==================== jk_cmd_driver_flat
==> jk_cmd_driver_flat/clock_map.png <==
Scale: 6 px per µm.
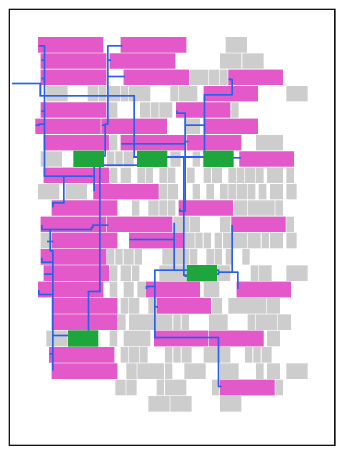

===== config.mk =====
export PLATFORM = sky130hd
export DESIGN_NAME = jk_cmd_driver_flat
export DESIGN_NICKNAME = d
export VERILOG_FILES = /design/src/rtl/jk_cmd_if.sv /design/src/rtl/jk_cmd_driver.sv /design/src/flat_wrapper.sv
export SDC_FILE = /design/constraint.sdc
export NUM_CORES = 1
export LEC_CHECK = 0
export ABC_AREA = 1
export CAP_MARGIN = 25
export CORE_ASPECT_RATIO = 1.4
export CORE_MARGIN = 4
export CORE_UTILIZATION = 60
export CTS_BUF_LIST = sky130_fd_sc_hd__clkbuf_4 sky130_fd_sc_hd__clkbuf_8
export CTS_CLUSTER_DIAMETER = 40
export DETAILED_ROUTE_END_ITERATION = 8
export HOLD_SLACK_MARGIN = 0.12
export PLACE_DENSITY_LB_ADDON = 0.25
export REMOVE_ABC_BUFFERS = 1
export SETUP_SLACK_MARGIN = 0.4
export SYNTH_ARGS = -nofsm -noshare
export SYNTH_HDL_FRONTEND = slang
export SYNTH_SLANG_ARGS = --single-unit

===== constraint.sdc =====
create_clock -name clk -period 6.4 [get_ports clk]
set_input_delay 1.28 -clock clk [delete_from_list [all_inputs] [get_ports clk]]
set_output_delay 1.28 -clock clk [all_outputs]
set_load 0.02 [all_outputs]

===== src/rtl/jk_cmd_if.sv =====
// jk_cmd_if: command handshake between a stimulus source and jk_cmd_driver.
//   cmd_valid  source -> driver  command present on cmd_op/cmd_len
//   cmd_ready  driver -> source  driver FIFO can take a command this edge
//   cmd_op     source -> driver  {j,k}: 00 HOLD, 01 RESET, 10 SET, 11 TOGGLE
//   cmd_len    source -> driver  drive cycles (0 behaves as 1)
interface jk_cmd_if #(
    parameter int LEN_W = 4
) ();
    logic             cmd_valid;
    logic             cmd_ready;
    logic [1:0]       cmd_op;
    logic [LEN_W-1:0] cmd_len;

    modport master (
        output cmd_valid,
        output cmd_op,
        output cmd_len,
        input  cmd_ready
    );

    modport slave (
        input  cmd_valid,
        input  cmd_op,
        input  cmd_len,
        output cmd_ready
    );
endinterface


===== src/rtl/jk_cmd_driver.sv =====
// jk_cmd_driver: queues {op,len} commands and drives the j/k inputs of a
// downstream JK flop, holding each pattern for max(len,1) cycles. Keeps a
// cycle-exact shadow (q_model) of the downstream flop's q.
//   clk, rst   clock, asynchronous active-high reset
//   cmd        jk_cmd_if slave: cmd_valid/cmd_ready/cmd_op/cmd_len
//   j, k       registered JK drive
//   q_model    shadow of downstream q
//   done       high during the last drive cycle of each command
//   busy       command executing or FIFO non-empty
//   fill       FIFO occupancy
//
// state    | meaning
// ---------+-----------------------------------------------------------
// ST_IDLE  | no command executing, j=k=0
// ST_DRIVE | driving the current command's j/k, rem_q cycles left
module jk_cmd_driver #(
    parameter int DEPTH = 4,
    parameter int LEN_W = 4
) (
    input  logic                     clk,
    input  logic                     rst,
    jk_cmd_if.slave                  cmd,
    output logic                     j,
    output logic                     k,
    output logic                     q_model,
    output logic                     done,
    output logic                     busy,
    output logic [$clog2(DEPTH):0]   fill
);
    localparam int AW = $clog2(DEPTH);
    localparam int EW = LEN_W + 2;

    localparam logic [0:0] ST_IDLE  = 1'b0;
    localparam logic [0:0] ST_DRIVE = 1'b1;

    logic [0:0]       state_q, state_d;
    logic [AW:0]      wr_ptr_q, wr_ptr_d;
    logic [AW:0]      rd_ptr_q, rd_ptr_d;
    logic [LEN_W-1:0] rem_q, rem_d;
    logic             j_q, j_d;
    logic             k_q, k_d;
    logic             q_model_q, q_model_d;
    logic             done_q, done_d;
    logic [EW-1:0]    mem_q [DEPTH];

    logic [AW:0]      fill_w;
    logic             empty;
    logic             full;
    logic             push;
    logic             pop;
    logic [EW-1:0]    head;
    logic [LEN_W-1:0] head_len_eff;

    // Extra pointer bit distinguishes full from empty.
    assign fill_w = wr_ptr_q - rd_ptr_q;
    assign empty  = (fill_w == '0);
    assign full   = (fill_w == (AW+1)'(DEPTH));

    // Ready depends only on pre-edge occupancy; a same-edge pop never
    // opens a slot for a push when full.
    assign cmd.cmd_ready = !full && !rst;
    assign push          = cmd.cmd_valid && cmd.cmd_ready;

    assign head         = mem_q[rd_ptr_q[AW-1:0]];
    assign head_len_eff = (head[LEN_W-1:0] == '0) ? LEN_W'(1) : head[LEN_W-1:0];

    always_ff @(posedge clk) begin
        if (push) begin
            mem_q[wr_ptr_q[AW-1:0]] <= {cmd.cmd_op, cmd.cmd_len};
        end
    end

    always_comb begin
        state_d = state_q;
        j_d     = j_q;
        k_d     = k_q;
        rem_d   = rem_q;
        pop     = 1'b0;

        case (state_q)
            ST_IDLE: begin
                j_d = 1'b0;
                k_d = 1'b0;
                if (!empty) begin
                    pop     = 1'b1;
                    j_d     = head[EW-1];
                    k_d     = head[EW-2];
                    rem_d   = head_len_eff;
                    state_d = ST_DRIVE;
                end
            end
            default: begin
                if (rem_q == LEN_W'(1)) begin
                    if (!empty) begin
                        // Chain straight into the next command, no idle gap.
                        pop   = 1'b1;
                        j_d   = head[EW-1];
                        k_d   = head[EW-2];
                        rem_d = head_len_eff;
                    end else begin
                        j_d     = 1'b0;
                        k_d     = 1'b0;
                        state_d = ST_IDLE;
                    end
                end else begin
                    rem_d = rem_q - LEN_W'(1);
                end
            end
        endcase

        // done marks the final cycle a command's pattern is on j/k.
        done_d = (state_d == ST_DRIVE) && (rem_d == LEN_W'(1));

        wr_ptr_d = wr_ptr_q + (AW+1)'(push);
        rd_ptr_d = rd_ptr_q + (AW+1)'(pop);
    end

    // Shadow JK flop, fed by the same registered j/k the downstream sees.
    always_comb begin
        case ({j_q, k_q})
            2'b01:   q_model_d = 1'b0;
            2'b10:   q_model_d = 1'b1;
            2'b11:   q_model_d = ~q_model_q;
            default: q_model_d = q_model_q;
        endcase
    end

    always_ff @(posedge clk or posedge rst) begin
        if (rst) begin
            state_q   <= ST_IDLE;
            wr_ptr_q  <= '0;
            rd_ptr_q  <= '0;
            rem_q     <= '0;
            j_q       <= 1'b0;
            k_q       <= 1'b0;
            q_model_q <= 1'b0;
            done_q    <= 1'b0;
        end else begin
            state_q   <= state_d;
            wr_ptr_q  <= wr_ptr_d;
            rd_ptr_q  <= rd_ptr_d;
            rem_q     <= rem_d;
            j_q       <= j_d;
            k_q       <= k_d;
            q_model_q <= q_model_d;
            done_q    <= done_d;
        end
    end

    assign j       = j_q;
    assign k       = k_q;
    assign q_model = q_model_q;
    assign done    = done_q;
    assign fill    = fill_w;
    assign busy    = (state_q == ST_DRIVE) || !empty;
endmodule


===== src/flat_wrapper.sv =====
// flat-port wrapper written by rule: the top's interface ports become plain ports
module jk_cmd_driver_flat 
#(
    parameter int DEPTH = 4,
    parameter int LEN_W = 4
)
  (clk, rst, j, k, q_model, done, busy, fill, cmd_cmd_valid, cmd_cmd_op, cmd_cmd_len, cmd_cmd_ready);
  jk_cmd_if #(.LEN_W(LEN_W)) cmd_i ();
  input  logic clk;
  input  logic rst;
  output logic j;
  output logic k;
  output logic q_model;
  output logic done;
  output logic busy;
  output logic [$clog2(DEPTH):0] fill;
  input wire logic [$bits(cmd_i.cmd_valid)-1:0] cmd_cmd_valid;
  input wire logic [$bits(cmd_i.cmd_op)-1:0] cmd_cmd_op;
  input wire logic [$bits(cmd_i.cmd_len)-1:0] cmd_cmd_len;
  output wire logic [$bits(cmd_i.cmd_ready)-1:0] cmd_cmd_ready;
  assign cmd_i.cmd_valid = cmd_cmd_valid;
  assign cmd_i.cmd_op = cmd_cmd_op;
  assign cmd_i.cmd_len = cmd_cmd_len;
  assign cmd_cmd_ready = cmd_i.cmd_ready;
  jk_cmd_driver #(.DEPTH(DEPTH), .LEN_W(LEN_W)) u_core (.clk(clk), .rst(rst), .cmd(cmd_i), .j(j), .k(k), .q_model(q_model), .done(done), .busy(busy), .fill(fill));
endmodule

==================== ripple_seq_ctrl
`src/rtl/ripple_seq_ctrl.sv`:
```
// Two-requester add engine: one shared 4-bit nibble adder, sequenced LSB nibble
// first, with round-robin arbitration and a valid/ready response handshake.
module ripple_seq_ctrl #(
    parameter  int NIBBLES = 4,
    localparam int W       = 4 * NIBBLES
) (
    input  logic         clk,
    input  logic         rst_n,
    input  logic         req0_valid,
    output logic         req0_ready,
    input  logic [W-1:0] req0_a,
    input  logic [W-1:0] req0_b,
    input  logic         req1_valid,
    output logic         req1_ready,
    input  logic [W-1:0] req1_a,
    input  logic [W-1:0] req1_b,
    output logic         rsp_valid,
    input  logic         rsp_ready,
    output logic [W-1:0] rsp_sum,
    output logic         rsp_cout,
    output logic         rsp_id,
    output logic         busy
);

    localparam int IW = $clog2(NIBBLES);

    typedef enum logic [1:0] {S_IDLE, S_ADD, S_DONE} state_t;

    state_t                  state_q, state_d;
    logic [NIBBLES-1:0][3:0] a_q, b_q, res_q;
    logic [IW-1:0]           idx_q;
    logic                    carry_q;
    logic                    id_q;
    logic                    last_grant_q;

    logic                    idle;
    logic                    grant;
    logic                    accept;
    logic                    last_nib;
    logic [3:0]              nib_sum;
    logic                    nib_cout;

    assign idle = (state_q == S_IDLE);

    // Tie goes to the requester that did not win last; a lone valid always wins.
    always_comb begin
        grant = req1_valid;
        if (req0_valid && req1_valid) grant = ~last_grant_q;
    end

    // rst_n gating keeps both readies low while reset is asserted.
    assign req0_ready = rst_n && idle && req0_valid && !grant;
    assign req1_ready = rst_n && idle && req1_valid && grant;
    assign accept     = req0_ready || req1_ready;

    assign {nib_cout, nib_sum} = {1'b0, a_q[idx_q]} + {1'b0, b_q[idx_q]} + {4'd0, carry_q};
    assign last_nib            = (idx_q == IW'(NIBBLES - 1));

    always_comb begin
        state_d = state_q;
        case (state_q)
            S_IDLE:  if (accept)    state_d = S_ADD;
            S_ADD:   if (last_nib)  state_d = S_DONE;
            S_DONE:  if (rsp_ready) state_d = S_IDLE;
            default:                state_d = S_IDLE;
        endcase
    end

    always_ff @(posedge clk or negedge rst_n) begin
        if (!rst_n) begin
            state_q      <= S_IDLE;
            a_q          <= '0;
            b_q          <= '0;
            res_q        <= '0;
            idx_q        <= '0;
            carry_q      <= 1'b0;
            id_q         <= 1'b0;
            last_grant_q <= 1'b1;
        end else begin
            state_q <= state_d;
            case (state_q)
                S_IDLE: begin
                    if (accept) begin
                        a_q          <= grant ? req1_a : req0_a;
                        b_q          <= grant ? req1_b : req0_b;
                        res_q        <= '0;
                        id_q         <= grant;
                        last_grant_q <= grant;
                        carry_q      <= 1'b0;
                        idx_q        <= '0;
                    end
                end
                S_ADD: begin
                    res_q[idx_q] <= nib_sum;
                    carry_q      <= nib_cout;
                    idx_q        <= last_nib ? '0 : idx_q + 1'b1;
                end
                default: ;
            endcase
        end
    end

    assign rsp_valid = (state_q == S_DONE);
    assign busy      = !idle;
    assign rsp_sum   = res_q;
    assign rsp_cout  = carry_q;
    assign rsp_id    = id_q;

endmodule

```
`config.mk`:
```
export PLATFORM = sky130hd
export DESIGN_NAME = ripple_seq_ctrl
export DESIGN_NICKNAME = d
export VERILOG_FILES = /design/src/rtl/ripple_seq_ctrl.sv
export SDC_FILE = /design/constraint.sdc
export NUM_CORES = 1
export LEC_CHECK = 0
export ABC_AREA = 1
export ABC_CLOCK_PERIOD_IN_PS = 4900
export CAP_MARGIN = 20
export CELL_PAD_IN_SITES_DETAIL_PLACEMENT = 1
export CELL_PAD_IN_SITES_GLOBAL_PLACEMENT = 1
export CORE_MARGIN = 5
export CORE_UTILIZATION = 36
export DETAILED_ROUTE_END_ITERATION = 16
export PLACE_DENSITY_LB_ADDON = 0.1
export SLEW_MARGIN = 20
export SYNTH_ARGS = -nofsm -noshare
export SYNTH_HDL_FRONTEND = slang
export SYNTH_SLANG_ARGS = --single-unit
export TNS_END_PERCENT = 100
```
`constraint.sdc`:
```
create_clock -name clk -period 4.9 [get_ports clk]
set_input_delay 0.98 -clock clk [delete_from_list [all_inputs] [get_ports clk]]
set_output_delay 0.98 -clock clk [all_outputs]
set_load 0.005 [all_outputs]
```
==> jk_cmd_driver_flat/metal_stack.png <==
Scale: 4 px per µm.
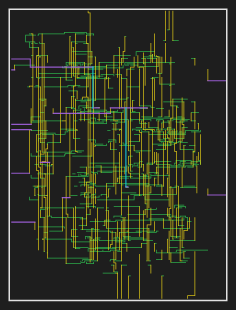
- yellow: met2 (wire length 1590 µm)
- purple: met3 (wire length 80.9 µm)
- green: met1 (wire length 1140 µm)
- cyan: met4 (wire length 29.9 µm)
routed len/inst: 12.6 µm
Total Routing Usage GR: 17.3%
vias: 1170

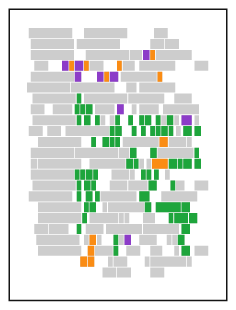
(jk_cmd_driver_flat/gate_families.png)
Scale: 4 px per µm.
- orange: NOR gates (cells 12; most used nor2_1)
- green: NAND gates (cells 67; most used nand2_1)
- purple: inverting AOI/OAI gates (cells 9; most used o21ai_0; where top centre)

Notes on jk_cmd_driver_flat/clock_map.png above:
- green: cells driving clock nets (count 5)
- blue: clock wires (length 374 µm)
- magenta: flip-flops (count 39)
- routed clock nets: 6
Skew-Pair Late Insertion Delay: 290 ps
Clock power frac: 15.0%
final setup skew: 4.48 ps

==> out/summary.txt, jk_cmd_driver_flat <==
Run status -> finished, final reports clean
Syn avg cell area -> 10.7 µm²
Seq area share -> 53.0%
TAP cells -> 37
Cell count after synthesis -> 166
Worst path bufs/invs -> 4
WP data arrival -> 3020 ps
Post-Syn Area -> 1780 µm²
Non-clock buffering overhead -> 8.23%
Period minus WS final -> 4300 ps
Post-DP Area -> 1980 µm²
Number of global-route vias before repair -> 1161
DRC viols -> 0
Tcrit/Tclk final -> 67.2%
Number of non-clock buffers -> 17
Initial antenna violation count -> 0
Simple share -> 21.6%
-- jk_cmd_driver_flat: through the flow --
stage	hold WS, ps	setup slack (ps)	power [µW]	instances
after global placement	461	2110	884	218
after global routing	498	1920	1140	226
after CTS	474	2040	1060	226
after floorplan	479	3170	742	164
final	476	2100	1050	226
after detailed placement	465	2050	902	218
-- jk_cmd_driver_flat: routing by layer --
metal | wire, µm | global-route usage, % | up-vias
li1 | - | - | 597
met3 | 80 | 3.70 | 4
met2 | 1590 | 31.1 | 18
met1 | 1140 | 19.2 | 551
met4 | 29 | 6.65 | 0
met5 | 0 | 0 | -
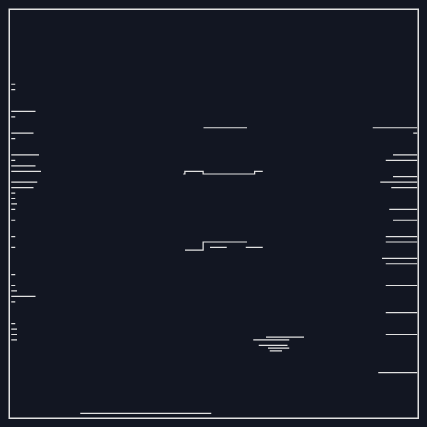
(ripple_seq_ctrl/met3.png)
Scale: 4 px per µm.
- longest straight run: 32.4 µm
- nets with wire on the layer: 53
- wire length on this layer: 308 µm

==> out/summary.txt, ripple_seq_ctrl <==
Run status -> finished, final reports clean
CTS sink cnt -> 55
Seq area share -> 33.6%
CTS tree -> done
Non-clock buffering overhead -> 22.9%
Combinational gate area -> 1470 µm²
Top cells by count, synth -> 238 x nand2_1, 54 x dfrtp_1, 20 x nand4_1, 20 x nor2_1, 17 x o21ai_0
Comb power -> 1250 µW
Reg2reg path depth -> 9
Most frequent logic cell in the layout -> nand2_1
TAP cells -> 105
Number of non-clock buffers -> 96
Setup TNS -> 0 ps
Die Y -> 102 µm
Layout clock area frac -> 3.23%
Internal Power -> 1350 µW
Worst hold path cell count -> 2
Register area -> 1380 µm²
Post-synthesis adder-cell area fraction -> 4.20%
CP Capture Type -> output port
Max power group -> combinational cells
Cell count after synthesis -> 418
Non-clock inverters -> 14
Post-Syn Area -> 3040 µm²
Syn avg cell area -> 7.27 µm²
Slew Viols, Final -> 0
Post-CTS sizing -> 0
Count of library flops with an enable pin -> 0
Max-area cell share -> 44.5%
WP data required -> 3920 ps
Clock Power -> 352 µW
Skew-Pair Late Insertion Delay -> 310 ps
Floorplan net count -> 496
First-pass GRT wire length -> 14.2 mm
Reg2Reg Setup Slack -> 2080 ps
Hold Crit Start -> b_q[7]$_DFFE_PN0P_
RSZ-0062 raised after global routing -> false
DP Worst Slack -> 1130 ps
DRC viols -> 0
Final setup fails -> 0
Post-DP Area -> 3970 µm²
Core area -> 8220 µm²
Fmax -> 0.267 GHz
Largest cell class -> logic gates
1st-pass router iterations -> 4
Fin cells -> 607
Top area cell types -> dfrtp_1 44%, nand2_1 29%, nand4_1 4.1%
Largest net degree at the start of global routing -> 56
Kind of critical path -> in2out
Sw power -> 1030 µW
Total Routing Usage GR -> 17.0%
Critical-path maximum fanout -> 33
Synth warn -> 0
Initial core utilization -> 37.0%
Period minus WS final -> 3750 ps
Reg2reg start -> idx_q[0]$_DFFE_PN0P_
YS chip area -> 3040 µm²
Max-Cap Viols -> 0
## ripple_seq_ctrl: state kept, by name, summed over array words and instances (netlist names)
name	flops
rsp_sum	16
state_q	2
last_grant_q	1
b_q	16
idx_q	2
rsp_id	1
a_q	16
rsp_cout	1
## ripple_seq_ctrl: worst max-delay path: stages
cell	delay (ps)
clkdlybuf4s50_1	550
nand2_1	90
nand2_2	60
buf_4	300
inv_2	140
nor2_1	140
clkdlybuf4s50_1	510
## ripple_seq_ctrl: metal layers
layer	wire [µm]	GRT usage, %
met1	3580	21.3
met2	4430	31.3
met3	307	1.98
met4	60	4.24
met5	0	0

## Gallery

Clock nets.
Plate I
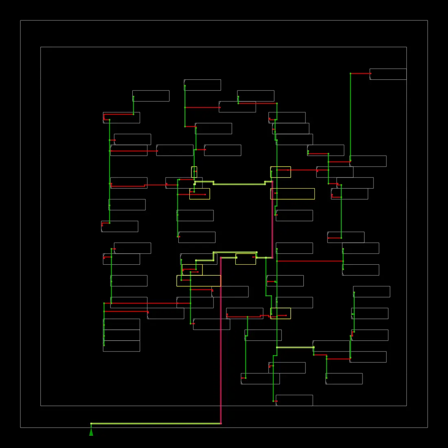
Plate II
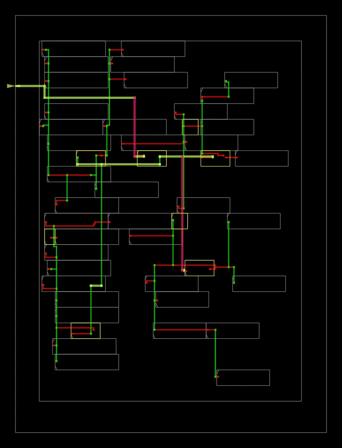
For jk_cmd_driver_flat, see Plate II.
For ripple_seq_ctrl, see Plate I.
- most sequential cells: Plate I


Power figures rest on the tool's default switching activity, not on a simulated workload.
